######## hazard_unit ########
**hazard_unit: M1 wires**

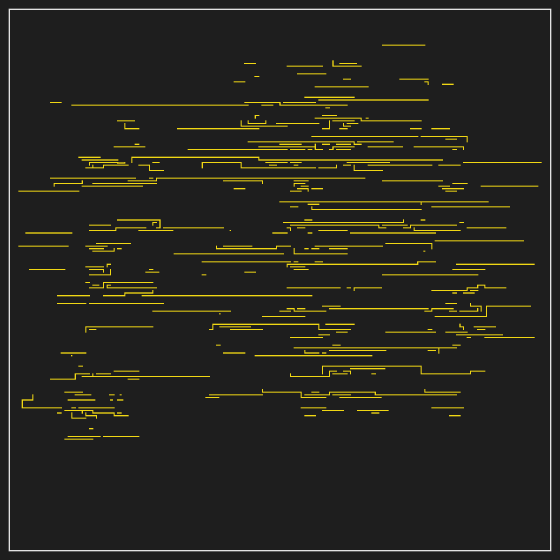
[config.mk]
export PLATFORM = sky130hd
export DESIGN_NAME = hazard_unit
export DESIGN_NICKNAME = d
export VERILOG_FILES = /design/src/rtl/riscv_pkg.sv /design/src/rtl/hazard_match.sv /design/src/rtl/hazard_unit.sv
export SDC_FILE = /design/constraint.sdc
export NUM_CORES = 1
export LEC_CHECK = 0
export CAP_MARGIN = 30
export CORE_MARGIN = 1.5
export CORE_UTILIZATION = 25
export CTS_CLUSTER_DIAMETER = 120
export DETAILED_ROUTE_END_ITERATION = 10
export PLACE_DENSITY = 0.48
export SLEW_MARGIN = 40
export SYNTH_ARGS = -nofsm -noshare
export SYNTH_HDL_FRONTEND = slang
export SYNTH_SLANG_ARGS = --single-unit
[constraint.sdc]
create_clock -name clk -period 3.98 [get_ports clk]
set_input_delay 0.398 -clock clk [delete_from_list [all_inputs] [get_ports clk]]
set_output_delay 0.398 -clock clk [all_outputs]
set_load 0.03 [all_outputs]
[src/rtl/riscv_pkg.sv]
// Shared RISC-V core definitions: opcodes, the hazard tracker entry and the
// forwarding-select width helper used by hazard_unit and control_logic.
package riscv_pkg;

    localparam logic [6:0] OPC_LOAD   = 7'b0000011;
    localparam logic [6:0] OPC_STORE  = 7'b0100011;
    localparam logic [6:0] OPC_OP     = 7'b0110011;
    localparam logic [6:0] OPC_OP_IMM = 7'b0010011;
    localparam logic [6:0] OPC_BRANCH = 7'b1100011;
    localparam logic [6:0] OPC_JAL    = 7'b1101111;
    localparam logic [6:0] OPC_JALR   = 7'b1100111;

    // Widest register address the tracker entry can hold; narrower rd is zero-extended.
    localparam int unsigned REG_AW_MAX = 8;

    typedef struct packed {
        logic                  valid;
        logic [REG_AW_MAX-1:0] rd;
        logic                  wen;
        logic                  is_load;
    } hazard_entry_t;

    function automatic int unsigned fwd_sel_w(input int unsigned nstage);
        return (nstage < 1) ? 1 : $clog2(nstage + 1);
    endfunction

endpackage

[src/rtl/hazard_match.sv]
// Youngest-match priority encoder for one source operand over the tracker.
// sel = stage of the youngest valid writer of rs (0 = none).
module hazard_match
    import riscv_pkg::*;
#(
    parameter int unsigned NSTAGE = 3,
    parameter int unsigned REG_AW = 5,
    parameter int unsigned SEL_W  = fwd_sel_w(NSTAGE)
) (
    input  logic [REG_AW-1:0] rs,
    input  logic              uses,
    input  hazard_entry_t     entries [NSTAGE],
    output logic [SEL_W-1:0]  sel,
    output logic              is_load_hit
);

    logic [REG_AW_MAX-1:0] rs_ext;

    // Scan oldest to youngest so the lowest matching stage is the final winner.
    always_comb begin
        rs_ext              = '0;
        rs_ext[REG_AW-1:0]  = rs;
        sel                 = '0;
        is_load_hit         = 1'b0;
        if (uses && (rs != '0)) begin
            for (int unsigned k = NSTAGE; k > 0; k--) begin
                if (entries[k-1].valid && entries[k-1].wen && (entries[k-1].rd == rs_ext)) begin
                    sel         = SEL_W'(k);
                    is_load_hit = (k == 1) && entries[0].is_load;
                end
            end
        end
    end

endmodule

[src/rtl/hazard_unit.sv]
// Hazard/forwarding controller: EX..WB tracker, operand forwarding selects,
// load-use stall and redirect flush. Optional forwarding via HAZARD_FWD_EN.
module hazard_unit
    import riscv_pkg::*;
#(
    parameter int unsigned NSTAGE       = 3,
    parameter int unsigned REG_AW       = 5,
    parameter int unsigned FLUSH_CYCLES = 2
) (
    input  logic                         clk,
    input  logic                         rst,
    input  logic                         id_valid_i,
    input  logic [REG_AW-1:0]            id_rs1_i,
    input  logic [REG_AW-1:0]            id_rs2_i,
    input  logic                         id_uses_rs1_i,
    input  logic                         id_uses_rs2_i,
    input  logic [REG_AW-1:0]            id_rd_i,
    input  logic                         id_wen_i,
    input  logic                         id_is_load_i,
    input  logic                         ex_redirect_i,
    output logic                         stall_o,
    output logic                         flush_o,
    output logic                         issue_o,
    output logic [fwd_sel_w(NSTAGE)-1:0] fwd_a_sel_o,
    output logic [fwd_sel_w(NSTAGE)-1:0] fwd_b_sel_o
);

    localparam int unsigned SEL_W = fwd_sel_w(NSTAGE);
    localparam int unsigned CNT_W = $clog2(FLUSH_CYCLES + 1);

    hazard_entry_t     trk [NSTAGE];
    hazard_entry_t     id_entry;
    logic [CNT_W-1:0]  flush_cnt;
    logic [SEL_W-1:0]  sel_a, sel_b;
    logic              hit_a, hit_b;
    logic              raw_stall;

    hazard_match #(.NSTAGE(NSTAGE), .REG_AW(REG_AW), .SEL_W(SEL_W)) u_match_a (
        .rs          (id_rs1_i),
        .uses        (id_uses_rs1_i),
        .entries     (trk),
        .sel         (sel_a),
        .is_load_hit (hit_a)
    );

    hazard_match #(.NSTAGE(NSTAGE), .REG_AW(REG_AW), .SEL_W(SEL_W)) u_match_b (
        .rs          (id_rs2_i),
        .uses        (id_uses_rs2_i),
        .entries     (trk),
        .sel         (sel_b),
        .is_load_hit (hit_b)
    );

`ifndef HAZARD_FWD_EN
    logic unused_load_hit;
    assign unused_load_hit = hit_a | hit_b;
`endif

    always_comb begin
        id_entry                = '0;
        id_entry.valid          = 1'b1;
        id_entry.rd[REG_AW-1:0] = id_rd_i;
        id_entry.wen            = id_wen_i;
        id_entry.is_load        = id_is_load_i;

        fwd_a_sel_o = '0;
        fwd_b_sel_o = '0;
`ifdef HAZARD_FWD_EN
        raw_stall = hit_a | hit_b;
        if (!rst) begin
            fwd_a_sel_o = sel_a;
            fwd_b_sel_o = sel_b;
        end
`else
        // Without forwarding, any in-flight writer blocks the consumer until it retires.
        raw_stall = (sel_a != '0) || (sel_b != '0);
`endif
        flush_o = !rst && (ex_redirect_i || (flush_cnt != '0));
        stall_o = !rst && !flush_o && raw_stall;
        issue_o = !rst && id_valid_i && !stall_o && !flush_o;
    end

    always_ff @(posedge clk) begin
        if (rst) begin
            for (int unsigned k = 0; k < NSTAGE; k++) begin
                trk[k] <= '0;
            end
        end else begin
            trk[0] <= issue_o ? id_entry : '0;
            for (int unsigned k = 1; k < NSTAGE; k++) begin
                trk[k] <= trk[k-1];
            end
        end
    end

    always_ff @(posedge clk) begin
        if (rst) begin
            flush_cnt <= '0;
        end else if (ex_redirect_i) begin
            flush_cnt <= CNT_W'(FLUSH_CYCLES - 1);
        end else if (flush_cnt != '0) begin
            flush_cnt <= flush_cnt - 1'b1;
        end
    end

endmodule

==> flow_summary.toml <==
# synthesis and place-and-route metrics
[synthesis]
flop_cell = "dfxtp_1"
edf_count = 0
synth.most_common_cell = "xor2_1"
ys_area_mm2 = 0.00113

[final_layout]
multiInputGateArea_um2 = 641
fillers = 436

[floorplanning]
tap_cells = 52
dieArea_mm2 = 0.00495

[final_timing]
clock_skew_ps = 1.98
min_period_ps = 3430
setup-violations-final = 0
fmax_ghz = 0.292

[route]
routed_via_density = 4.68
met3_length_um = 170
top_layer_used = "met4"

[clocking]
cts_sinks = 23
post_cts_buffers = 0

[power]
power_switching_w = 0.000110
power.share.clock = 0.303

[outcome]
status = "finished, final reports clean"

[setup_path]
slowest_stage = "clkdlybuf4s50_1"
endpoint_kind = "output pin"
Notes on 'M1 wires' of hazard_unit above:
The layer carries 1290 um of wire. The wires run mostly horizontal. The layer holds 48% of the routed length. The longest straight run is 27.1 um. 137 nets have wire on it.

-- flip-flops by register name, indices dropped and copies added, names as in the netlist --
signal / count
flush_cnt: 2
trk: 21
-- path summary, 6_finish.rpt --
| kind | start | end | slack (ps) | cells after the start |
|---|---|---|---|---|
| worst min register to register | trk[12] | trk[1] | 490 | 1 |
| worst max-delay path | id_rs1_i[3] | stall_o | 550 | 7 |
| worst min-delay path | trk[12] | trk[1] | 490 | 1 |
| worst max register to register | trk[16] | trk[23] | 2210 | 5 |
-- logic make-up after synthesis --
| family | share of synthesized area |
|---|---|
| adder cells (fa/ha/maj) | 0.0110 |
| AND/OR/NAND/NOR | 0.233 |
| flip-flops | 0.406 |
| other | 0.00330 |
| AND-OR/OR-AND | 0.0684 |
| XOR/XNOR | 0.239 |
| buffers and inverters | 0.0397 |
-- power groups by stage --
stage	Clock [W]	Sequential [W]	Combinational (W)
2_1_floorplan	0	0.000244	0.0000418
3_3_place_gp	0	0.000245	0.0000757
3_5_place_dp	0	0.000246	0.0000778
4_1_cts	0.000144	0.000240	0.0000784
5_1_grt	0.000155	0.000241	0.0000842
6_report	0.000138	0.000240	0.0000777

######## fc_feeder_flat ########
--- src/rtl/fc_feeder_if.sv ---
// Handshake bundle between fc_feeder, its loader/controller and the FC neuron block.
interface fc_feeder_if #(
    parameter int unsigned DATA_W = 32,
    parameter int unsigned AW     = 5
);
    logic              wr_en;
    logic              wr_sel;
    logic [AW-1:0]     wr_addr;
    logic [DATA_W-1:0] wr_data;
    logic              start;
    logic              reuse_w;
    logic              load_weight;
    logic [DATA_W-1:0] weight;
    logic              valid_in;
    logic [DATA_W-1:0] data_in;
    logic              load_weight_done;
    logic              valid_out;
    logic [DATA_W-1:0] feature;
    logic [DATA_W-1:0] result;
    logic              busy;
    logic              done;
    logic              err;

    modport slave (
        input  wr_en, wr_sel, wr_addr, wr_data, start, reuse_w,
               load_weight_done, valid_out, feature,
        output load_weight, weight, valid_in, data_in, result, busy, done, err
    );

    modport master (
        output wr_en, wr_sel, wr_addr, wr_data, start, reuse_w,
               load_weight_done, valid_out, feature,
        input  load_weight, weight, valid_in, data_in, result, busy, done, err
    );
endinterface

--- src/rtl/fc_feeder.sv ---
// Initiator-side sequencer for one FC neuron: streams weights+bias, then features, captures the result.
// Optional watchdog on the wait states is enabled by defining FC_FEEDER_TIMEOUT_EN.
module fc_feeder #(
    parameter int unsigned N_IN    = 16,
    parameter int unsigned DATA_W  = 32,
    parameter int unsigned AW      = 5,
    parameter int unsigned TIMEOUT = 1024
) (
    input  logic        clk,
    input  logic        reset,
    fc_feeder_if.slave  bus
);
    localparam int unsigned WW = $clog2(N_IN + 1);
    localparam int unsigned FW = $clog2(N_IN);
    localparam int unsigned CW = $clog2(N_IN + 2);
    localparam int unsigned TW = $clog2(TIMEOUT);

    if ((1 << AW) < N_IN + 1) begin : g_aw_check
        $error("fc_feeder: AW too narrow for N_IN+1 weight words");
    end
    if (TIMEOUT < 2) begin : g_tmo_check
        $error("fc_feeder: TIMEOUT must be at least 2");
    end

    typedef enum logic [2:0] {
        S_IDLE,
        S_LOAD_W,
        S_WAIT_WD,
        S_GAP,
        S_SEND,
        S_WAIT_OUT,
        S_DONE
    } state_t;

    state_t            state;
    logic [CW-1:0]     cnt;
    logic              load_weight_q;
    logic [DATA_W-1:0] weight_q;
    logic              valid_in_q;
    logic [DATA_W-1:0] data_in_q;
    logic [DATA_W-1:0] result_q;
    logic              busy_q;
    logic              done_q;

    logic [DATA_W-1:0] wmem [N_IN+1];
    logic [DATA_W-1:0] fmem [N_IN];

    // Loader writes; frozen while a sequence is in flight, out-of-range addresses dropped
    always_ff @(posedge clk) begin
        if (bus.wr_en && !busy_q) begin
            if (!bus.wr_sel && (32'(bus.wr_addr) < N_IN + 1))
                wmem[WW'(bus.wr_addr)] <= bus.wr_data;
            if (bus.wr_sel && (32'(bus.wr_addr) < N_IN))
                fmem[FW'(bus.wr_addr)] <= bus.wr_data;
        end
    end

`ifdef FC_FEEDER_TIMEOUT_EN
    logic          err_q;
    logic [TW-1:0] wd_cnt;
`endif

    // Sequencer; outputs are registered and set up on the edge that enters each state
    always_ff @(posedge clk) begin
        if (reset) begin
            state         <= S_IDLE;
            cnt           <= '0;
            load_weight_q <= 1'b0;
            weight_q      <= '0;
            valid_in_q    <= 1'b0;
            data_in_q     <= '0;
            result_q      <= '0;
            busy_q        <= 1'b0;
            done_q        <= 1'b0;
`ifdef FC_FEEDER_TIMEOUT_EN
            err_q         <= 1'b0;
            wd_cnt        <= '0;
`endif
        end else begin
`ifdef FC_FEEDER_TIMEOUT_EN
            wd_cnt <= '0;
`endif
            case (state)
                S_IDLE: begin
                    if (bus.start) begin
                        busy_q <= 1'b1;
`ifdef FC_FEEDER_TIMEOUT_EN
                        err_q  <= 1'b0;
`endif
                        if (bus.reuse_w) begin
                            state <= S_GAP;
                        end else begin
                            state         <= S_LOAD_W;
                            load_weight_q <= 1'b1;
                            weight_q      <= wmem[0];
                            cnt           <= CW'(1);
                        end
                    end
                end
                S_LOAD_W: begin
                    if (cnt == CW'(N_IN + 1)) begin
                        state         <= S_WAIT_WD;
                        load_weight_q <= 1'b0;
                        weight_q      <= '0;
                        cnt           <= '0;
                    end else begin
                        weight_q <= wmem[WW'(cnt)];
                        cnt      <= cnt + CW'(1);
                    end
                end
                S_WAIT_WD: begin
                    if (bus.load_weight_done) begin
                        state <= S_GAP;
                    end
`ifdef FC_FEEDER_TIMEOUT_EN
                    else if (wd_cnt == TW'(TIMEOUT - 1)) begin
                        state  <= S_IDLE;
                        busy_q <= 1'b0;
                        err_q  <= 1'b1;
                    end else begin
                        wd_cnt <= wd_cnt + TW'(1);
                    end
`endif
                end
                S_GAP: begin
                    state      <= S_SEND;
                    valid_in_q <= 1'b1;
                    data_in_q  <= fmem[0];
                    cnt        <= CW'(1);
                end
                S_SEND: begin
                    if (cnt == CW'(N_IN)) begin
                        state      <= S_WAIT_OUT;
                        valid_in_q <= 1'b0;
                        data_in_q  <= '0;
                        cnt        <= '0;
                    end else begin
                        data_in_q <= fmem[FW'(cnt)];
                        cnt       <= cnt + CW'(1);
                    end
                end
                S_WAIT_OUT: begin
                    if (bus.valid_out) begin
                        state    <= S_DONE;
                        result_q <= bus.feature;
                        done_q   <= 1'b1;
                    end
`ifdef FC_FEEDER_TIMEOUT_EN
                    else if (wd_cnt == TW'(TIMEOUT - 1)) begin
                        state  <= S_IDLE;
                        busy_q <= 1'b0;
                        err_q  <= 1'b1;
                    end else begin
                        wd_cnt <= wd_cnt + TW'(1);
                    end
`endif
                end
                S_DONE: begin
                    state  <= S_IDLE;
                    done_q <= 1'b0;
                    busy_q <= 1'b0;
                end
                default: begin
                    state <= S_IDLE;
                end
            endcase
        end
    end

    assign bus.load_weight = load_weight_q;
    assign bus.weight      = weight_q;
    assign bus.valid_in    = valid_in_q;
    assign bus.data_in     = data_in_q;
    assign bus.result      = result_q;
    assign bus.busy        = busy_q;
    assign bus.done        = done_q;
`ifdef FC_FEEDER_TIMEOUT_EN
    assign bus.err         = err_q;
`else
    assign bus.err         = 1'b0;
`endif
endmodule

--- src/flat_wrapper.sv ---
// flat-port wrapper written by rule: the top's interface ports become plain ports
module fc_feeder_flat 
#(
    parameter int unsigned N_IN    = 16,
    parameter int unsigned DATA_W  = 32,
    parameter int unsigned AW      = 5,
    parameter int unsigned TIMEOUT = 1024
)
  (clk, reset, bus_wr_en, bus_wr_sel, bus_wr_addr, bus_wr_data, bus_start, bus_reuse_w, bus_load_weight_done, bus_valid_out, bus_feature, bus_load_weight, bus_weight, bus_valid_in, bus_data_in, bus_result, bus_busy, bus_done, bus_err);
  fc_feeder_if #(.DATA_W(DATA_W), .AW(AW)) bus_i ();
  input  logic clk;
  input  logic reset;
  input wire logic [$bits(bus_i.wr_en)-1:0] bus_wr_en;
  input wire logic [$bits(bus_i.wr_sel)-1:0] bus_wr_sel;
  input wire logic [$bits(bus_i.wr_addr)-1:0] bus_wr_addr;
  input wire logic [$bits(bus_i.wr_data)-1:0] bus_wr_data;
  input wire logic [$bits(bus_i.start)-1:0] bus_start;
  input wire logic [$bits(bus_i.reuse_w)-1:0] bus_reuse_w;
  input wire logic [$bits(bus_i.load_weight_done)-1:0] bus_load_weight_done;
  input wire logic [$bits(bus_i.valid_out)-1:0] bus_valid_out;
  input wire logic [$bits(bus_i.feature)-1:0] bus_feature;
  output wire logic [$bits(bus_i.load_weight)-1:0] bus_load_weight;
  output wire logic [$bits(bus_i.weight)-1:0] bus_weight;
  output wire logic [$bits(bus_i.valid_in)-1:0] bus_valid_in;
  output wire logic [$bits(bus_i.data_in)-1:0] bus_data_in;
  output wire logic [$bits(bus_i.result)-1:0] bus_result;
  output wire logic [$bits(bus_i.busy)-1:0] bus_busy;
  output wire logic [$bits(bus_i.done)-1:0] bus_done;
  output wire logic [$bits(bus_i.err)-1:0] bus_err;
  assign bus_i.wr_en = bus_wr_en;
  assign bus_i.wr_sel = bus_wr_sel;
  assign bus_i.wr_addr = bus_wr_addr;
  assign bus_i.wr_data = bus_wr_data;
  assign bus_i.start = bus_start;
  assign bus_i.reuse_w = bus_reuse_w;
  assign bus_i.load_weight_done = bus_load_weight_done;
  assign bus_i.valid_out = bus_valid_out;
  assign bus_i.feature = bus_feature;
  assign bus_load_weight = bus_i.load_weight;
  assign bus_weight = bus_i.weight;
  assign bus_valid_in = bus_i.valid_in;
  assign bus_data_in = bus_i.data_in;
  assign bus_result = bus_i.result;
  assign bus_busy = bus_i.busy;
  assign bus_done = bus_i.done;
  assign bus_err = bus_i.err;
  fc_feeder #(.N_IN(N_IN), .DATA_W(DATA_W), .AW(AW), .TIMEOUT(TIMEOUT)) u_core (.clk(clk), .reset(reset), .bus(bus_i));
endmodule
--- config.mk ---
export PLATFORM = sky130hd
export DESIGN_NAME = fc_feeder_flat
export DESIGN_NICKNAME = d
export VERILOG_FILES = /design/src/rtl/fc_feeder_if.sv /design/src/rtl/fc_feeder.sv /design/src/flat_wrapper.sv
export SDC_FILE = /design/constraint.sdc
export NUM_CORES = 1
export LEC_CHECK = 0
export CAP_MARGIN = 10
export CORE_ASPECT_RATIO = 1.5
export CORE_UTILIZATION = 31
export CTS_BUF_LIST = sky130_fd_sc_hd__clkbuf_8
export CTS_CLUSTER_DIAMETER = 200
export CTS_CLUSTER_SIZE = 28
export DETAILED_ROUTE_END_ITERATION = 12
export GPL_TIMING_DRIVEN = 0
export MAX_ROUTING_LAYER = met4
export PLACE_DENSITY = 0.53
export REMOVE_ABC_BUFFERS = 1
export SYNTH_ARGS = -nofsm -noshare
export SYNTH_HDL_FRONTEND = slang
export SYNTH_SLANG_ARGS = --single-unit
--- constraint.sdc ---
create_clock -name clk -period 5.67 [get_ports clk]
set_clock_uncertainty 0.05 [all_clocks]
set_input_delay 0.8505 -clock clk [delete_from_list [all_inputs] [get_ports clk]]
set_output_delay 0.8505 -clock clk [all_outputs]
set_load 0.02 [all_outputs]
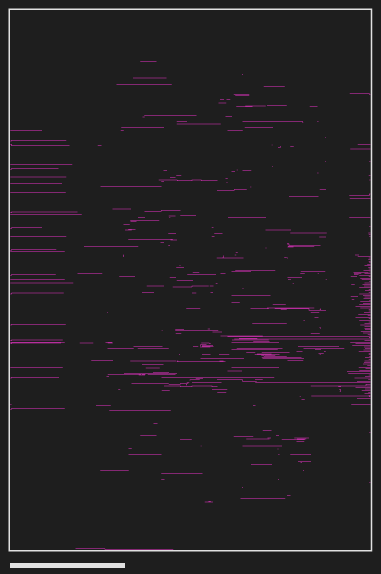
**Above:** fc_feeder_flat (M3 wires).
Scale bar: 100 um.
258 nets have wire on it. The longest straight run is 124 um. The wires run mostly horizontal. The layer carries 5670 um of wire.

==> flow_summary.toml <==
# synthesis and place-and-route metrics
[job]
warnings = 28

[setup_path]
critical_path_class = "primary input to flop"
crit_buf_inv = 3
reg2reg_from = "u_core.bus.busy"

[final_layout]
seqCellArea_mm2 = 0.0340
multiInputGateArea_mm2 = 0.0109
fillers = 13400
final-nonclk-buf-share = 0.0704

[power]
peakVddDrop_mv = 0.180
leakagePower_nw = 15.3

[route]
antenna_left = 0

[final_timing]
hold_viol = 0

[placed_design]
placed_cell_area_mm2 = 0.0507

[global_route]
grt_max_degree = 77

[synthesis]
yosysCellCount = 2321

[outcome]
status = "finished, final reports clean"

[floorplanning]
tap_cells = 1903
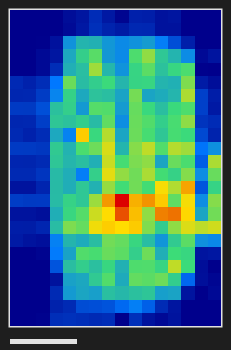
**Above:** fc_feeder_flat (wire density map).
Scale bar: 100 um. 16 x 24 tiles, from dark blue (low) to red (high), scaled to the fullest tile. Values are wire area over tile area, all layers added.
The fullest tile reaches 0.38. 15% of the tiles are nearly empty. The densest ninth of the die: centre. 26% of the tiles are over half the peak.

-- state kept, by name, indices dropped and copies added, names as in the netlist, named ones only --
register / cells
u_core.wmem: 544
u_core.cnt: 5
u_core.bus.weight: 32
u_core.bus.result: 32
u_core.bus.data_in: 32
u_core.fmem: 512
u_core.bus.valid_in: 1
u_core.bus.busy: 1
u_core.bus.done: 1
u_core.state: 3
u_core.bus.load_weight: 1
-- cell families after synthesis --
group,synth area share
other,0.0000825
AOI/OAI and AO/OA,0.0538
DFF,0.747
adders and majority gates,0.000826
buffers and inverters,0.0200
and+or+nand+nor,0.0304
muxes,0.148
-- metal layers --
metal  global-route usage  part of all wire  up-vias  routed length (um)
met5                    -                 0        -                   0
met3               0.0232             0.050      121                5670
met2                0.273              0.52      575               59100
met4               0.0353             0.020        0                2260
met1                0.187              0.41    11900               46000
li1                     -                 -     9797                   -
-- cell usage in the layout, fill, tap and decap left out, types with 34 or more instances in the layout --
cell and count:
edfxtp_1 1056, mux4_2 224, clkdlybuf4s50_1 175, mux2i_1 130
nand2_1 109, dfxtp_1 109, a21oi_1 70, a221oi_1 58
clkbuf_8 48, nor2_1 43, inv_1 42, o21ai_0 39
nand2b_1 38, nor3_1 34, buf_16 34

######## program_memory_loader_flat ########
$ cat src/rtl/program_memory_loader_if.sv
// Load/fetch bus of the program memory loader.
//   master: CPU / loader side, drives load_* and fetch requests, receives inst and status.
//   slave : program memory side.
// Signals:
//   load_start - pulse, begin a new program load
//   load_valid - load_data carries a word this cycle
//   load_data  - instruction word to store
//   load_end   - pulse, program load complete
//   fetch_en   - fetch the instruction at pc
//   pc         - fetch address
//   inst       - registered instruction
//   inst_valid - inst answers the previous cycle's fetch
//   busy       - memory is being loaded
//   prog_len   - number of loaded words, 0..DEPTH
interface program_memory_loader_if #(
    parameter int unsigned IW    = 10,
    parameter int unsigned DEPTH = 16,
    parameter int unsigned AW    = $clog2(DEPTH)
);
    logic          load_start;
    logic          load_valid;
    logic [IW-1:0] load_data;
    logic          load_end;
    logic          fetch_en;
    logic [AW-1:0] pc;
    logic [IW-1:0] inst;
    logic          inst_valid;
    logic          busy;
    logic [AW:0]   prog_len;

    modport master (
        output load_start, load_valid, load_data, load_end, fetch_en, pc,
        input  inst, inst_valid, busy, prog_len
    );

    modport slave (
        input  load_start, load_valid, load_data, load_end, fetch_en, pc,
        output inst, inst_valid, busy, prog_len
    );
endinterface

$ cat src/rtl/program_memory_loader.sv
// Run-time loadable instruction memory for the Ra/Rb accumulator CPU.
// A sequential load port fills a DEPTH x IW store; a registered fetch port serves the PC with
// one cycle of latency. Addresses at or beyond the loaded length return FILL_INST.
// Ports:
//   clk   - system clock, rising edge
//   rst_n - asynchronous active-low reset
//   bus   - program_memory_loader_if slave modport (load port, fetch port, status)
module program_memory_loader #(
    parameter int unsigned   IW        = 10,
    parameter int unsigned   DEPTH     = 16,
    parameter int unsigned   AW        = $clog2(DEPTH),
    parameter logic [IW-1:0] FILL_INST = 10'b10_1100_0000
) (
    input logic                      clk,
    input logic                      rst_n,
    program_memory_loader_if.slave   bus
);

    typedef enum logic [0:0] {StRun, StLoad} state_e;

    state_e        state_q;
    // One bit wider than the address so it can reach DEPTH; it always equals prog_len.
    logic [AW:0]   wr_ptr_q;
    logic [IW-1:0] inst_q;
    logic          inst_valid_q;
    logic [IW-1:0] mem [DEPTH];

    logic mem_we;
    logic last_write;
    logic pc_hit;

    // load_start in LOAD restarts the load and drops a simultaneous word.
    assign mem_we     = (state_q == StLoad) && bus.load_valid && !bus.load_start;
    assign last_write = (wr_ptr_q == (AW+1)'(DEPTH - 1));
    assign pc_hit     = ({1'b0, bus.pc} < wr_ptr_q);

    // Storage is deliberately not reset; prog_len=0 hides its contents.
    always_ff @(posedge clk) begin
        if (mem_we) begin
            mem[wr_ptr_q[AW-1:0]] <= bus.load_data;
        end
    end

    always_ff @(posedge clk or negedge rst_n) begin
        if (!rst_n) begin
            state_q      <= StRun;
            wr_ptr_q     <= '0;
            inst_q       <= FILL_INST;
            inst_valid_q <= 1'b0;
        end else begin
            unique case (state_q)
                StRun: begin
                    if (bus.fetch_en) begin
                        inst_q       <= pc_hit ? mem[bus.pc] : FILL_INST;
                        inst_valid_q <= 1'b1;
                    end else begin
                        inst_valid_q <= 1'b0;
                    end
                    if (bus.load_start) begin
                        state_q  <= StLoad;
                        wr_ptr_q <= '0;
                    end
                end
                StLoad: begin
                    inst_q       <= FILL_INST;
                    inst_valid_q <= 1'b0;
                    if (bus.load_start) begin
                        wr_ptr_q <= '0;
                    end else begin
                        if (bus.load_valid) begin
                            wr_ptr_q <= wr_ptr_q + (AW+1)'(1);
                        end
                        // Filling the last word ends the load even without load_end.
                        if (bus.load_end || (bus.load_valid && last_write)) begin
                            state_q <= StRun;
                        end
                    end
                end
                default: state_q <= StRun;
            endcase
        end
    end

    assign bus.inst       = inst_q;
    assign bus.inst_valid = inst_valid_q;
    assign bus.busy       = (state_q == StLoad);
    assign bus.prog_len   = wr_ptr_q;

endmodule

$ cat src/flat_wrapper.sv
// flat-port wrapper written by rule: the top's interface ports become plain ports
module program_memory_loader_flat 
#(
    parameter int unsigned   IW        = 10,
    parameter int unsigned   DEPTH     = 16,
    parameter int unsigned   AW        = $clog2(DEPTH),
    parameter logic [IW-1:0] FILL_INST = 10'b10_1100_0000
)
  (clk, rst_n, bus_load_start, bus_load_valid, bus_load_data, bus_load_end, bus_fetch_en, bus_pc, bus_inst, bus_inst_valid, bus_busy, bus_prog_len);
  program_memory_loader_if #(.IW(IW), .DEPTH(DEPTH), .AW(AW)) bus_i ();
  input logic clk;
  input logic rst_n;
  input wire logic [$bits(bus_i.load_start)-1:0] bus_load_start;
  input wire logic [$bits(bus_i.load_valid)-1:0] bus_load_valid;
  input wire logic [$bits(bus_i.load_data)-1:0] bus_load_data;
  input wire logic [$bits(bus_i.load_end)-1:0] bus_load_end;
  input wire logic [$bits(bus_i.fetch_en)-1:0] bus_fetch_en;
  input wire logic [$bits(bus_i.pc)-1:0] bus_pc;
  output wire logic [$bits(bus_i.inst)-1:0] bus_inst;
  output wire logic [$bits(bus_i.inst_valid)-1:0] bus_inst_valid;
  output wire logic [$bits(bus_i.busy)-1:0] bus_busy;
  output wire logic [$bits(bus_i.prog_len)-1:0] bus_prog_len;
  assign bus_i.load_start = bus_load_start;
  assign bus_i.load_valid = bus_load_valid;
  assign bus_i.load_data = bus_load_data;
  assign bus_i.load_end = bus_load_end;
  assign bus_i.fetch_en = bus_fetch_en;
  assign bus_i.pc = bus_pc;
  assign bus_inst = bus_i.inst;
  assign bus_inst_valid = bus_i.inst_valid;
  assign bus_busy = bus_i.busy;
  assign bus_prog_len = bus_i.prog_len;
  program_memory_loader #(.IW(IW), .DEPTH(DEPTH), .AW(AW), .FILL_INST(FILL_INST)) u_core (.clk(clk), .rst_n(rst_n), .bus(bus_i));
endmodule
$ cat config.mk
export PLATFORM = sky130hd
export DESIGN_NAME = program_memory_loader_flat
export DESIGN_NICKNAME = d
export VERILOG_FILES = /design/src/rtl/program_memory_loader_if.sv /design/src/rtl/program_memory_loader.sv /design/src/flat_wrapper.sv
export SDC_FILE = /design/constraint.sdc
export NUM_CORES = 1
export LEC_CHECK = 0
export CAP_MARGIN = 30
export CELL_PAD_IN_SITES_DETAIL_PLACEMENT = 0
export CELL_PAD_IN_SITES_GLOBAL_PLACEMENT = 1
export CORE_ASPECT_RATIO = 1.1
export CORE_MARGIN = 10
export CORE_UTILIZATION = 51
export DETAILED_ROUTE_END_ITERATION = 6
export GPL_TIMING_DRIVEN = 0
export PLACE_DENSITY_LB_ADDON = 0.08
export RECOVER_POWER = 100
export SETUP_SLACK_MARGIN = 0.15
export SLEW_MARGIN = 40
export SYNTH_ARGS = -nofsm -noshare
export SYNTH_HDL_FRONTEND = slang
export SYNTH_SLANG_ARGS = --single-unit
$ cat constraint.sdc
create_clock -name clk -period 2.1 [get_ports clk]
set_clock_uncertainty 0.05 [all_clocks]
set_input_delay 0.42 -clock clk [delete_from_list [all_inputs] [get_ports clk]]
set_output_delay 0.42 -clock clk [all_outputs]
set_load 0.01 [all_outputs]
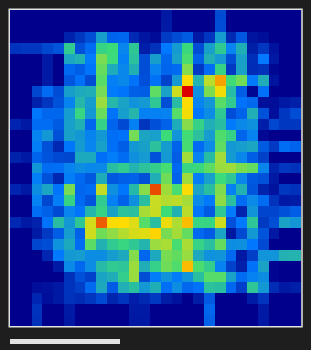
**Above:** program_memory_loader_flat (wire density map).
Scale bar: 50 um. 27 x 29 tiles, from dark blue (low) to red (high), scaled to the fullest tile. Values are wire area over tile area, all layers added.
24% of the tiles are nearly empty. The mean over all tiles is 0.12. The densest ninth of the die: centre. 12% of the tiles are over half the peak. The fullest tile reaches 0.53.

==> flow_summary.toml <==
# synthesis and place-and-route metrics
[final_layout]
num_antenna_cells = 0
stdcell_area_mm2 = 0.00854

[clocking]
clkTransAtPathRegs_ps = 60
htreeDepth = 4
cts_sinks = 177

[final_timing]
drv_slew = 0
slew_headroom = 0.423

[outcome]
status = "finished, final reports clean"

[setup_path]
r2r-end = "u_core.mem[12][7]"
crit_arrival_ps = 1500
slowest_stage = "dlygate4sd3_1"
reg2reg_from = "u_core.bus.busy"
max_stage_delay_ps = 640
cp_cell_sequence = "dlygate4sd3_1"

[synthesis]
flop_cell = "edfxtp_1"

[floorplanning]
die_h_um = 144

[global_route]
grt_pass1_wl_um = 22800
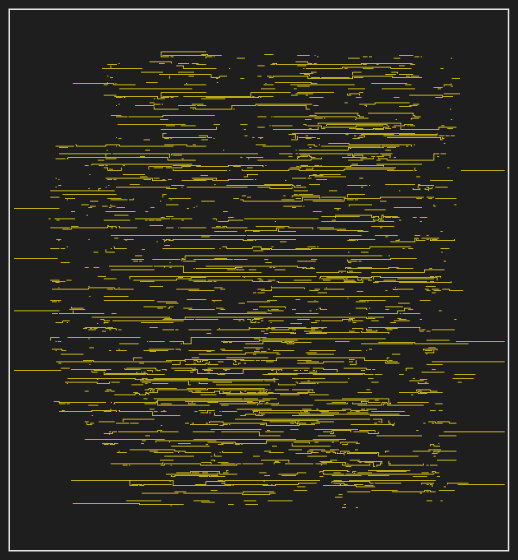
**Above:** program_memory_loader_flat (M1 wires).
The wires run mostly horizontal. The layer carries 6630 um of wire.

[cell type report]
cell class                 instances  area, um^2
clock inverter                    15         214
tap                              188         235
fill                            1045        5200
inverter                           7        26.3
sequential                       177        5240
timing repair buffer              51         522
clock buffer                      17         425
multi-input combinational        204        1740
buffer                            18         144
[worst reg2reg max path: stages (launching register included)]
cell and delay, ps:
dfrtp_2 430, nand2_1 180, inv_1 210, nand3_2 160, nor2_1 270, clkbuf_1 260
[how the worst max path moves through the flow]
| stage | endpoint | slack, ps | start | depth (start not counted) |
|---|---|---|---|---|
| floorplan | u_core.mem[13][0] | 270 | u_core.bus.busy | 4 |
| global placement | u_core.mem[5][4] | -710 | bus_load_valid | 5 |
| detailed placement | u_core.bus.inst[9] | -590 | bus_pc[2] | 8 |
| CTS | u_core.mem[8][3] | 10 | u_core.bus.prog_len[1] | 4 |
| global route | u_core.mem[7][9] | 60 | u_core.bus.busy | 5 |
| finish | bus_prog_len[1] | 130 | u_core.bus.prog_len[1] | 1 |
[registers in the layout, summed over array words and instances (netlist names)]
name	cells
u_core.bus.inst	10
u_core.bus.busy	1
u_core.bus.inst_valid	1
u_core.bus.prog_len	5
u_core.mem	160

######## uart_bridge ########
**uart_bridge: clock routing**

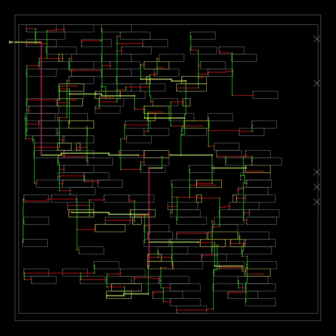
**uart_bridge: placed cells, one colour a class**

Fill, decap, tap and diode cells in grey.
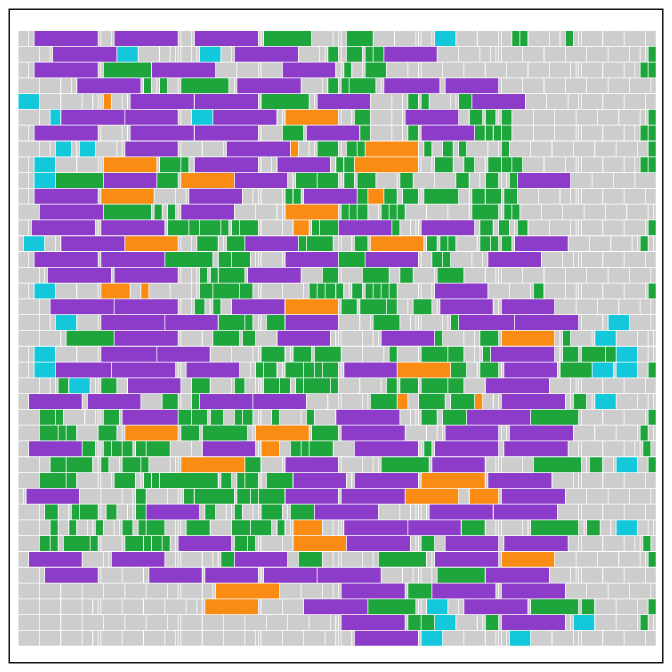
$ cat src/rtl/uart_bridge.sv
// Memory-mapped UART for the MMU's serial window: TX/RX byte FIFOs feeding
// 8N1 transmitter and receiver state machines on the board RS-232 pins.
package uart_bridge_pkg;
  typedef enum logic [3:0] {
    MEM_NOP = 4'd0,
    MEM_LB  = 4'd1,
    MEM_LBU = 4'd2,
    MEM_LH  = 4'd3,
    MEM_LHU = 4'd4,
    MEM_LW  = 4'd5,
    MEM_SB  = 4'd6,
    MEM_SH  = 4'd7,
    MEM_SW  = 4'd8
  } mem_op_e;

  typedef enum logic [1:0] {
    ST_IDLE  = 2'd0,
    ST_START = 2'd1,
    ST_DATA  = 2'd2,
    ST_STOP  = 2'd3
  } uart_state_e;
endpackage

module uart_bridge
  import uart_bridge_pkg::*;
#(
  parameter int CLK_FREQ   = 50000000,
  parameter int BAUD       = 115200,
  parameter int FIFO_DEPTH = 4
) (
  input  logic        clk,
  input  logic        rst,
  input  logic [3:0]  uartOp_i,
  input  logic [31:0] uart_storeData_i,
  output logic [31:0] uart_load_data_o,
  output logic        dataReady,
  output logic        writeReady,
  output logic        rx_overrun,
  output logic        frame_err,
  output logic        uart_txd,
  input  logic        uart_rxd
);
  localparam int DIV = CLK_FREQ / BAUD;
  localparam int PW  = $clog2(FIFO_DEPTH);
  localparam int CW  = PW + 1;
  localparam int BW  = $clog2(DIV);
  localparam logic [CW-1:0] DEPTH_C   = CW'(FIFO_DEPTH);
  localparam logic [BW-1:0] BIT_LAST  = BW'(DIV - 1);
  localparam logic [BW-1:0] HALF_LAST = BW'(DIV / 2 - 1);

  logic is_store, is_load;
  assign is_store = uartOp_i inside {MEM_SB, MEM_SH, MEM_SW};
  assign is_load  = uartOp_i inside {MEM_LB, MEM_LBU, MEM_LH, MEM_LHU, MEM_LW};

  // Only the low byte of a store reaches the line.
  logic unused_store_bits;
  assign unused_store_bits = ^uart_storeData_i[31:8];

  // ---------------- TX FIFO ----------------
  logic [7:0]    tx_mem [FIFO_DEPTH];
  logic [PW-1:0] tx_wr_ptr, tx_rd_ptr;
  logic [CW-1:0] tx_count, tx_count_d;
  logic          tx_push, tx_pop;

  assign tx_push = is_store && (tx_count < DEPTH_C);

  always_comb begin
    // NOTE: default first so every path assigns and no latch is inferred.
    tx_count_d = tx_count;
    if (tx_push && !tx_pop)      tx_count_d = tx_count + 1'b1;
    else if (!tx_push && tx_pop) tx_count_d = tx_count - 1'b1;
  end

  // NOTE: non-blocking assignments in clocked blocks so every flop samples pre-edge values.
  always_ff @(posedge clk or negedge rst) begin
    if (!rst) begin
      tx_wr_ptr <= '0;
      tx_rd_ptr <= '0;
      tx_count  <= '0;
    end else begin
      if (tx_push) tx_wr_ptr <= tx_wr_ptr + 1'b1;
      if (tx_pop)  tx_rd_ptr <= tx_rd_ptr + 1'b1;
      tx_count <= tx_count_d;
    end
  end

  // NOTE: storage is not reset; pointers and counts alone define valid entries.
  always_ff @(posedge clk) begin
    if (tx_push) tx_mem[tx_wr_ptr] <= uart_storeData_i[7:0];
  end

  // ---------------- RX FIFO ----------------
  logic [7:0]    rx_mem [FIFO_DEPTH];
  logic [PW-1:0] rx_wr_ptr, rx_rd_ptr;
  logic [CW-1:0] rx_count, rx_count_d;
  logic          rx_push, rx_pop;
  logic [7:0]    rx_shift;

  assign rx_pop = is_load && (rx_count != '0);
  assign uart_load_data_o = (rx_count != '0) ? {24'b0, rx_mem[rx_rd_ptr]} : 32'b0;

  always_comb begin
    rx_count_d = rx_count;
    if (rx_push && !rx_pop)      rx_count_d = rx_count + 1'b1;
    else if (!rx_push && rx_pop) rx_count_d = rx_count - 1'b1;
  end

  always_ff @(posedge clk or negedge rst) begin
    if (!rst) begin
      rx_wr_ptr <= '0;
      rx_rd_ptr <= '0;
      rx_count  <= '0;
    end else begin
      if (rx_push) rx_wr_ptr <= rx_wr_ptr + 1'b1;
      if (rx_pop)  rx_rd_ptr <= rx_rd_ptr + 1'b1;
      rx_count <= rx_count_d;
    end
  end

  always_ff @(posedge clk) begin
    if (rx_push) rx_mem[rx_wr_ptr] <= rx_shift;
  end

  // Status flags reflect post-edge occupancy.
  always_ff @(posedge clk or negedge rst) begin
    if (!rst) begin
      dataReady  <= 1'b0;
      writeReady <= 1'b1;
    end else begin
      dataReady  <= (rx_count_d != '0);
      writeReady <= (tx_count_d < DEPTH_C);
    end
  end

  // ---------------- Transmitter ----------------
  uart_state_e   tx_state, tx_state_d;
  logic [7:0]    tx_shift, tx_shift_d;
  logic [2:0]    tx_bit, tx_bit_d;
  logic [BW-1:0] tx_cnt, tx_cnt_d;
  logic          tx_txd_d;

  always_comb begin
    tx_state_d = tx_state;
    tx_shift_d = tx_shift;
    tx_bit_d   = tx_bit;
    tx_cnt_d   = tx_cnt;
    tx_pop     = 1'b0;
    case (tx_state)
      ST_IDLE: begin
        if (tx_count != '0) begin
          tx_pop     = 1'b1;
          tx_shift_d = tx_mem[tx_rd_ptr];
          tx_cnt_d   = '0;
          tx_state_d = ST_START;
        end
      end
      ST_START: begin
        if (tx_cnt == BIT_LAST) begin
          tx_cnt_d   = '0;
          tx_bit_d   = '0;
          tx_state_d = ST_DATA;
        end else tx_cnt_d = tx_cnt + 1'b1;
      end
      ST_DATA: begin
        if (tx_cnt == BIT_LAST) begin
          tx_cnt_d   = '0;
          tx_shift_d = {1'b0, tx_shift[7:1]};
          if (tx_bit == 3'd7) tx_state_d = ST_STOP;
          else                tx_bit_d   = tx_bit + 1'b1;
        end else tx_cnt_d = tx_cnt + 1'b1;
      end
      ST_STOP: begin
        if (tx_cnt == BIT_LAST) begin
          tx_cnt_d   = '0;
          tx_state_d = ST_IDLE;
        end else tx_cnt_d = tx_cnt + 1'b1;
      end
      default: tx_state_d = ST_IDLE;
    endcase
    // The line is registered from the next state, so it changes with the state.
    case (tx_state_d)
      ST_START: tx_txd_d = 1'b0;
      ST_DATA:  tx_txd_d = tx_shift_d[0];
      default:  tx_txd_d = 1'b1;
    endcase
  end

  always_ff @(posedge clk or negedge rst) begin
    if (!rst) begin
      tx_state <= ST_IDLE;
      tx_shift <= '0;
      tx_bit   <= '0;
      tx_cnt   <= '0;
      uart_txd <= 1'b1;
    end else begin
      tx_state <= tx_state_d;
      tx_shift <= tx_shift_d;
      tx_bit   <= tx_bit_d;
      tx_cnt   <= tx_cnt_d;
      uart_txd <= tx_txd_d;
    end
  end

  // ---------------- Receiver ----------------
  uart_state_e   rx_state, rx_state_d;
  logic [7:0]    rx_shift_d;
  logic [2:0]    rx_bit, rx_bit_d;
  logic [BW-1:0] rx_cnt, rx_cnt_d;
  logic          rx_s1, rx_s2, rx_s3;
  logic          set_overrun, set_ferr;

  always_comb begin
    rx_state_d  = rx_state;
    rx_shift_d  = rx_shift;
    rx_bit_d    = rx_bit;
    rx_cnt_d    = rx_cnt;
    rx_push     = 1'b0;
    set_overrun = 1'b0;
    set_ferr    = 1'b0;
    case (rx_state)
      ST_IDLE: begin
        if (rx_s3 && !rx_s2) begin
          rx_cnt_d   = '0;
          rx_state_d = ST_START;
        end
      end
      ST_START: begin
        // Mid-start resample rejects glitches shorter than half a bit.
        if (rx_cnt == HALF_LAST) begin
          rx_cnt_d   = '0;
          rx_bit_d   = '0;
          rx_state_d = rx_s2 ? ST_IDLE : ST_DATA;
        end else rx_cnt_d = rx_cnt + 1'b1;
      end
      ST_DATA: begin
        if (rx_cnt == BIT_LAST) begin
          rx_cnt_d   = '0;
          rx_shift_d = {rx_s2, rx_shift[7:1]};
          if (rx_bit == 3'd7) rx_state_d = ST_STOP;
          else                rx_bit_d   = rx_bit + 1'b1;
        end else rx_cnt_d = rx_cnt + 1'b1;
      end
      ST_STOP: begin
        if (rx_cnt == BIT_LAST) begin
          rx_cnt_d   = '0;
          rx_state_d = ST_IDLE;
          if (!rx_s2)                   set_ferr    = 1'b1;
          else if (rx_count < DEPTH_C)  rx_push     = 1'b1;
          else                          set_overrun = 1'b1;
        end else rx_cnt_d = rx_cnt + 1'b1;
      end
      default: rx_state_d = ST_IDLE;
    endcase
  end

  always_ff @(posedge clk or negedge rst) begin
    if (!rst) begin
      rx_s1      <= 1'b1;
      rx_s2      <= 1'b1;
      rx_s3      <= 1'b1;
      rx_state   <= ST_IDLE;
      rx_shift   <= '0;
      rx_bit     <= '0;
      rx_cnt     <= '0;
      rx_overrun <= 1'b0;
      frame_err  <= 1'b0;
    end else begin
      rx_s1      <= uart_rxd;
      rx_s2      <= rx_s1;
      rx_s3      <= rx_s2;
      rx_state   <= rx_state_d;
      rx_shift   <= rx_shift_d;
      rx_bit     <= rx_bit_d;
      rx_cnt     <= rx_cnt_d;
      rx_overrun <= rx_overrun | set_overrun;
      frame_err  <= frame_err | set_ferr;
    end
  end
endmodule

$ cat config.mk
export PLATFORM = sky130hd
export DESIGN_NAME = uart_bridge
export DESIGN_NICKNAME = d
export VERILOG_FILES = /design/src/rtl/uart_bridge.sv
export SDC_FILE = /design/constraint.sdc
export NUM_CORES = 1
export LEC_CHECK = 0
export CAP_MARGIN = 20
export CELL_PAD_IN_SITES_DETAIL_PLACEMENT = 0
export CELL_PAD_IN_SITES_GLOBAL_PLACEMENT = 1
export CORE_UTILIZATION = 49
export CTS_CLUSTER_SIZE = 16
export DETAILED_ROUTE_END_ITERATION = 16
export PLACE_DENSITY = 0.86
export SLEW_MARGIN = 20
export SYNTH_ARGS = -nofsm -noshare
export SYNTH_HDL_FRONTEND = slang
export SYNTH_SLANG_ARGS = --single-unit
$ cat constraint.sdc
create_clock -name clk -period 3.85 [get_ports clk]
set_input_delay 0.77 -clock clk [delete_from_list [all_inputs] [get_ports clk]]
set_output_delay 0.77 -clock clk [all_outputs]
set_load 0.005 [all_outputs]
==> flow_summary.toml <==
# synthesis and place-and-route metrics
[setup_path]
critical_path_class = "flop to output pin"
r2r_setup_slack_ps = 1410

[global_route]
gr-max-usage-layer = "met2"
grt_antenna_before_repair = 0

[route]
first_iter_violations = 202
wl_met1_um = 4540
met3_length_um = 414
avgRoutedWirePerCell_um = 15.7
antenna_left = 0
drcViolationCount = 5

[placed_design]
port_buffers = 27
dp_slack_ps = 609

[synthesis]
common_cells = "edfxtp_1, dfrtp_1, nand2_1, o21ai_0, inv_1"
ys_area_mm2 = 0.00596
flop_cell = "edfxtp_1"
ys_ff = 130

[final_layout]
nets = 546
seq_share = 0.518
final-nonclk-buf-share = 0.0406
multiInputGateArea_mm2 = 0.00213
inv_count = 29

[power]
clock_power_w = 0.00168
power_density_mw_per_mm2 = 637
p_sw_frac = 0.268
comb-power_w = 0.000810
power_frac_comb = 0.184
p_seq_w = 0.00191

[final_timing]
slew_headroom = 0.368
setup-violations-final = 0

[floorplanning]
ios = 76
die_h_um = 112

[outcome]
violations = "design-rule violations"
status = "complete, but fails checks"

[clocking]
ctsRootBufferMaster = "clkbuf_16"
cts_resized = 0
clk_path_buf_depth = 2
post_cts_buffers = 0
## Picture notes: 'clock routing' of uart_bridge
Worst Clk Skew: 8.63 ps
clkbuf count: 22
latest clock arrival within the worst-skew pair: 410 ps

## Picture notes: 'placed cells, one colour a class' of uart_bridge
Key: clock drivers and dummy loads = orange [cells 32, share of their area 9.4%]; all other logic = green [cells 304, share of their area 33%]; other buffers and delay cells = cyan [cells 29, share of their area 4.2%]; flip-flops = purple [cells 130, share of their area 53%]

-- cell usage in the layout, fill, tap and decap left out, drive strengths merged, types with 2 or more instances in the layout --
cell type      Yosys  final
mux4              16     16
a211o              5      5
dfrtp             61     61
clkinvlp           0      2
buf               27      3
nor3b              3      3
a31oi              3      3
clkbuf             9     22
edfxtp            64     64
bufinv             0      4
nand4              3      3
nor2              17     17
mux2               8      8
o21ai             33     33
clkinv             0      4
and2               8      8
inv               29     29
nand2             36     36
a21oi              6      6
o22ai              4      4
and3               6      6
nand2b             2      2
nand3b             2      2
nor3               9      9
nor4               2      2
a22oi              2      2
xor2               2      2
clkdlybuf4s50      0     26
conb               1     24
xnor2             12     12
dfstp              5      5
nor2b             10     10
mux2i              3      3
nand3              6      6
nand4bb            2      2
a222oi             7      7
a21o               3      3
ha                25     25
a211oi             3      3
-- sequential cells by signal, summed over array words and instances (netlist names), 3 cells and up, named ones only --
signal	flops
rx_count	3
tx_mem	32
tx_cnt	9
rx_shift	8
tx_shift	8
rx_bit	3
tx_count	3
rx_cnt	9
rx_mem	32
tx_bit	3

######## vga_sync_gen ########
**vga_sync_gen: placed cells, one colour a class**

Fill, decap, tap and diode cells in grey.
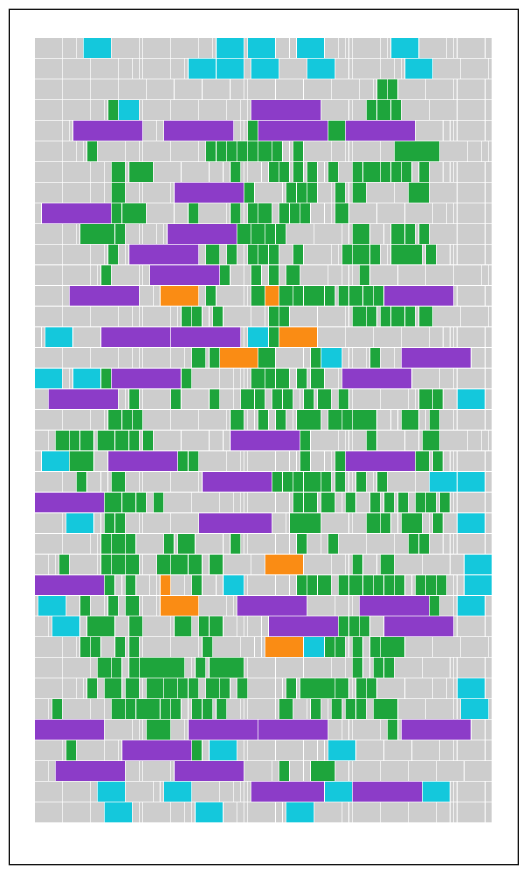
### config.mk
export PLATFORM = sky130hd
export DESIGN_NAME = vga_sync_gen
export DESIGN_NICKNAME = d
export VERILOG_FILES = /design/src/rtl/vga_timing_pkg.sv /design/src/rtl/vga_tick_divider.sv /design/src/rtl/vga_sync_gen.sv
export SDC_FILE = /design/constraint.sdc
export NUM_CORES = 1
export LEC_CHECK = 0
export ABC_AREA = 1
export CORE_ASPECT_RATIO = 1.75
export CORE_MARGIN = 3
export CORE_UTILIZATION = 35
export CTS_BUF_LIST = sky130_fd_sc_hd__clkbuf_8 sky130_fd_sc_hd__clkbuf_16
export CTS_CLUSTER_DIAMETER = 120
export CTS_CLUSTER_SIZE = 25
export DETAILED_ROUTE_END_ITERATION = 6
export PLACE_DENSITY_LB_ADDON = 0.1
export SYNTH_ARGS = -nofsm -noshare
export SYNTH_HDL_FRONTEND = slang
export SYNTH_SLANG_ARGS = --single-unit
### constraint.sdc
create_clock -name clk -period 2.4 [get_ports clk]
set_clock_uncertainty 0.1 [all_clocks]
set_input_delay 0.24 -clock clk [delete_from_list [all_inputs] [get_ports clk]]
set_output_delay 0.24 -clock clk [all_outputs]
set_load 0.02 [all_outputs]
### src/rtl/vga_timing_pkg.sv
// VGA 640x480 timing constants shared with downstream address generators.
// Horizontal values are pixel ticks per line; vertical values are ticks per frame, not lines.
package vga_timing_pkg;

  localparam int unsigned HSync       = 96;
  localparam int unsigned HBackPorch  = 48;
  localparam int unsigned HVisible    = 640;
  localparam int unsigned HFrontPorch = 16;
  localparam int unsigned HTotal      = 800;

  localparam int unsigned VSyncTicks    = 1600;
  localparam int unsigned VDispStart    = 24800;
  localparam int unsigned VVisibleTicks = 384000;
  localparam int unsigned VTotalTicks   = 416800;

  localparam int unsigned HVisStart = HSync + HBackPorch;
  localparam int unsigned HVisEnd   = HVisStart + HVisible;
  localparam int unsigned VVisEnd   = VDispStart + VVisibleTicks;

  localparam int unsigned HPixW = 10;
  localparam int unsigned VPixW = 19;

  typedef struct packed {
    logic hsync_n;
    logic vsync_n;
    logic active;
  } sync_t;

  function automatic sync_t decode_sync(input logic [HPixW-1:0] h, input logic [VPixW-1:0] v);
    sync_t s;
    s.hsync_n = (h >= HPixW'(HSync));
    s.vsync_n = (v >= VPixW'(VSyncTicks));
    s.active  = (h >= HPixW'(HVisStart)) && (h < HPixW'(HVisEnd)) &&
                (v >= VPixW'(VDispStart)) && (v < VPixW'(VVisEnd));
    return s;
  endfunction

endpackage

### src/rtl/vga_tick_divider.sv
// Pixel-clock prescaler: registered one-clk tick every CLK_DIV clks (constant high for 1).
module vga_tick_divider #(
  parameter int unsigned CLK_DIV = 4
) (
  input  logic clk,
  input  logic reset,
  output logic tick
);

  localparam int unsigned CntW = 4;
  localparam logic [CntW-1:0] CntMax = CntW'(CLK_DIV - 1);

  logic [CntW-1:0] cnt_d, cnt_q;
  logic            tick_d, tick_q;

  // Tick is raised on the same edge the count wraps back to 0.
  always_comb begin
    tick_d = (cnt_q == CntMax);
    cnt_d  = tick_d ? '0 : cnt_q + CntW'(1);
  end

  always_ff @(posedge clk or posedge reset) begin
    if (reset) begin
      cnt_q  <= '0;
      tick_q <= 1'b0;
    end else begin
      cnt_q  <= cnt_d;
      tick_q <= tick_d;
    end
  end

  assign tick = tick_q;

endmodule

### src/rtl/vga_sync_gen.sv
// VGA sync generator: line/frame tick counters with registered sync and window decode.
module vga_sync_gen
  import vga_timing_pkg::*;
#(
  parameter int unsigned CLK_DIV       = 4,
  parameter int unsigned H_TOTAL       = HTotal,
  parameter int unsigned V_TOTAL_TICKS = VTotalTicks
) (
  input  logic             clk,
  input  logic             reset,
  output logic [HPixW-1:0] HPIXEL,
  output logic [VPixW-1:0] VPIXEL,
  output logic             HSYNC,
  output logic             VSYNC,
  output logic             pixel_tick,
  output logic             display_active,
  output logic             frame_start
);

  localparam logic [HPixW-1:0] HMax = HPixW'(H_TOTAL - 1);
  localparam logic [VPixW-1:0] VMax = VPixW'(V_TOTAL_TICKS - 1);

  logic             tick;
  logic [HPixW-1:0] h_d, h_q;
  logic [VPixW-1:0] v_d, v_q;
  sync_t            sync_d;
  logic             hsync_q, vsync_q, active_q;
  logic             frame_start_d, frame_start_q;

  vga_tick_divider #(
    .CLK_DIV(CLK_DIV)
  ) u_tick_divider (
    .clk  (clk),
    .reset(reset),
    .tick (tick)
  );

  always_comb begin
    h_d = h_q;
    v_d = v_q;
    if (tick) begin
      h_d = (h_q == HMax) ? '0 : h_q + HPixW'(1);
      v_d = (v_q == VMax) ? '0 : v_q + VPixW'(1);
    end
    // Decode the next counter values so the registered flags line up with the counters.
    sync_d        = decode_sync(h_d, v_d);
    frame_start_d = tick && (v_q == VMax);
  end

  always_ff @(posedge clk or posedge reset) begin
    if (reset) begin
      h_q           <= '0;
      v_q           <= '0;
      hsync_q       <= 1'b0;
      vsync_q       <= 1'b0;
      active_q      <= 1'b0;
      frame_start_q <= 1'b0;
    end else begin
      h_q           <= h_d;
      v_q           <= v_d;
      hsync_q       <= sync_d.hsync_n;
      vsync_q       <= sync_d.vsync_n;
      active_q      <= sync_d.active;
      frame_start_q <= frame_start_d;
    end
  end

  assign HPIXEL         = h_q;
  assign VPIXEL         = v_q;
  assign HSYNC          = hsync_q;
  assign VSYNC          = vsync_q;
  assign pixel_tick     = tick;
  assign display_active = active_q;
  assign frame_start    = frame_start_q;

endmodule
==> flow_summary.toml <==
# synthesis and place-and-route metrics
[global_route]
grt_pass1_wl_um = 10600
grtUsageMet2 = 0.338

[synthesis]
mux_share = 0
netlist-cell-type-count = 26
synth_seq_share = 0.420

[clocking]
clk_path_buf_depth = 2
tritoncts = "built"
clkLatencyLatePin_ps = 290

[final_layout]
final-nonclk-buf-share = 0.136
stdcell_area_mm2 = 0.00285

[placed_design]
placed_cell_area_mm2 = 0.00275
dp_hpwl_um = 4860

[final_timing]
slew_headroom = 0.665

[outcome]
status = "finished, final reports clean"

[route]
antenna_left = 0

[floorplanning]
initial_core_util = 0.364
Notes on 'placed cells, one colour a class' of vga_sync_gen above:
Key: flip-flops = purple [cells 38, share of their area 35%]; other buffers and delay cells = cyan [cells 40, share of their area 14%]; all other logic = green [cells 286, share of their area 48%]; clock drivers and dummy loads = orange [cells 8, share of their area 3.3%]

routing by layer:
metal | vias up | wire length (um)
li1 | 1111 | -
met1 | 1019 | 2360
met2 | 51 | 3420
met3 | 16 | 171
met4 | 0 | 280
met5 | - | 0
stage by stage:
stage / worst slack, ps / util / hold slack, ps
floorplan: 447 / - / 332
global placement: 242 / 0.441 / 363
detailed placement: 225 / 0.441 / 370
CTS: 199 / 0.455 / 298
global route: 41.5 / 0.457 / 327
finish: 300 / 0.457 / 266
worst paths after layout:
path                                         start  cells past startpoint                      end  slack, ps
min in group clk           u_tick_divider.cnt_q[0]                      1  u_tick_divider.cnt_q[0]        370
min reg2reg                u_tick_divider.cnt_q[0]                      1  u_tick_divider.cnt_q[0]        370
min                                          reset                      3               VPIXEL[12]        270
max                                      VPIXEL[1]                     14           display_active        300
max reg2reg                              VPIXEL[1]                     14           display_active        300
max in group asynchronous                    reset                      3                VPIXEL[0]       1550
critical path, stage by stage (launching register included):
cell	delay [ps]
dfrtp_1	410
ha_1	210
inv_1	50
nor2_1	180
nand2_2	140
nor2_1	100
nand2_1	90
nor2_1	130
nand3_1	100
nand3_1	130
nand2_1	60
nor2_1	140
nand2_1	70
nand2_1	50
nor2_1	40


## Gallery

Wire density map.
(a)
Scale bar: 20 um. 22 x 22 tiles, from dark blue (low) to red (high), scaled to the fullest tile. Values are wire area over tile area, all layers added.
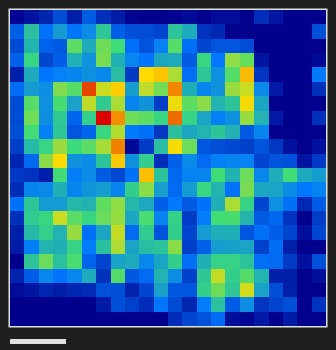
(b)
Scale bar: 20 um. 14 x 14 tiles, from dark blue (low) to red (high), scaled to the fullest tile. Values are wire area over tile area, all layers added.
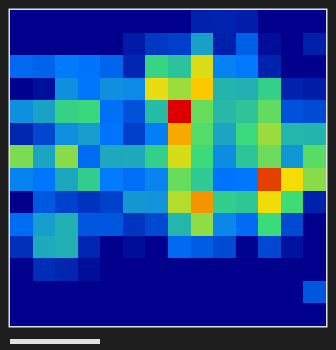
(c)
Scale bar: 20 um. 13 x 22 tiles, from dark blue (low) to red (high), scaled to the fullest tile. Values are wire area over tile area, all layers added.
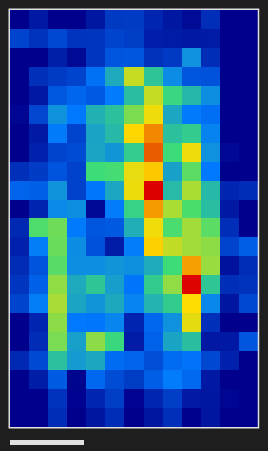
(c) comes from vga_sync_gen.
(a) comes from uart_bridge.
(b) comes from hazard_unit.
- smallest die: (b)
- largest die: (a)

Key to (a):
15% of the tiles are nearly empty. The fullest tile reaches 0.45. The mean over all tiles is 0.12.

No activity file was given, so power comes from the tool's default toggle rates.
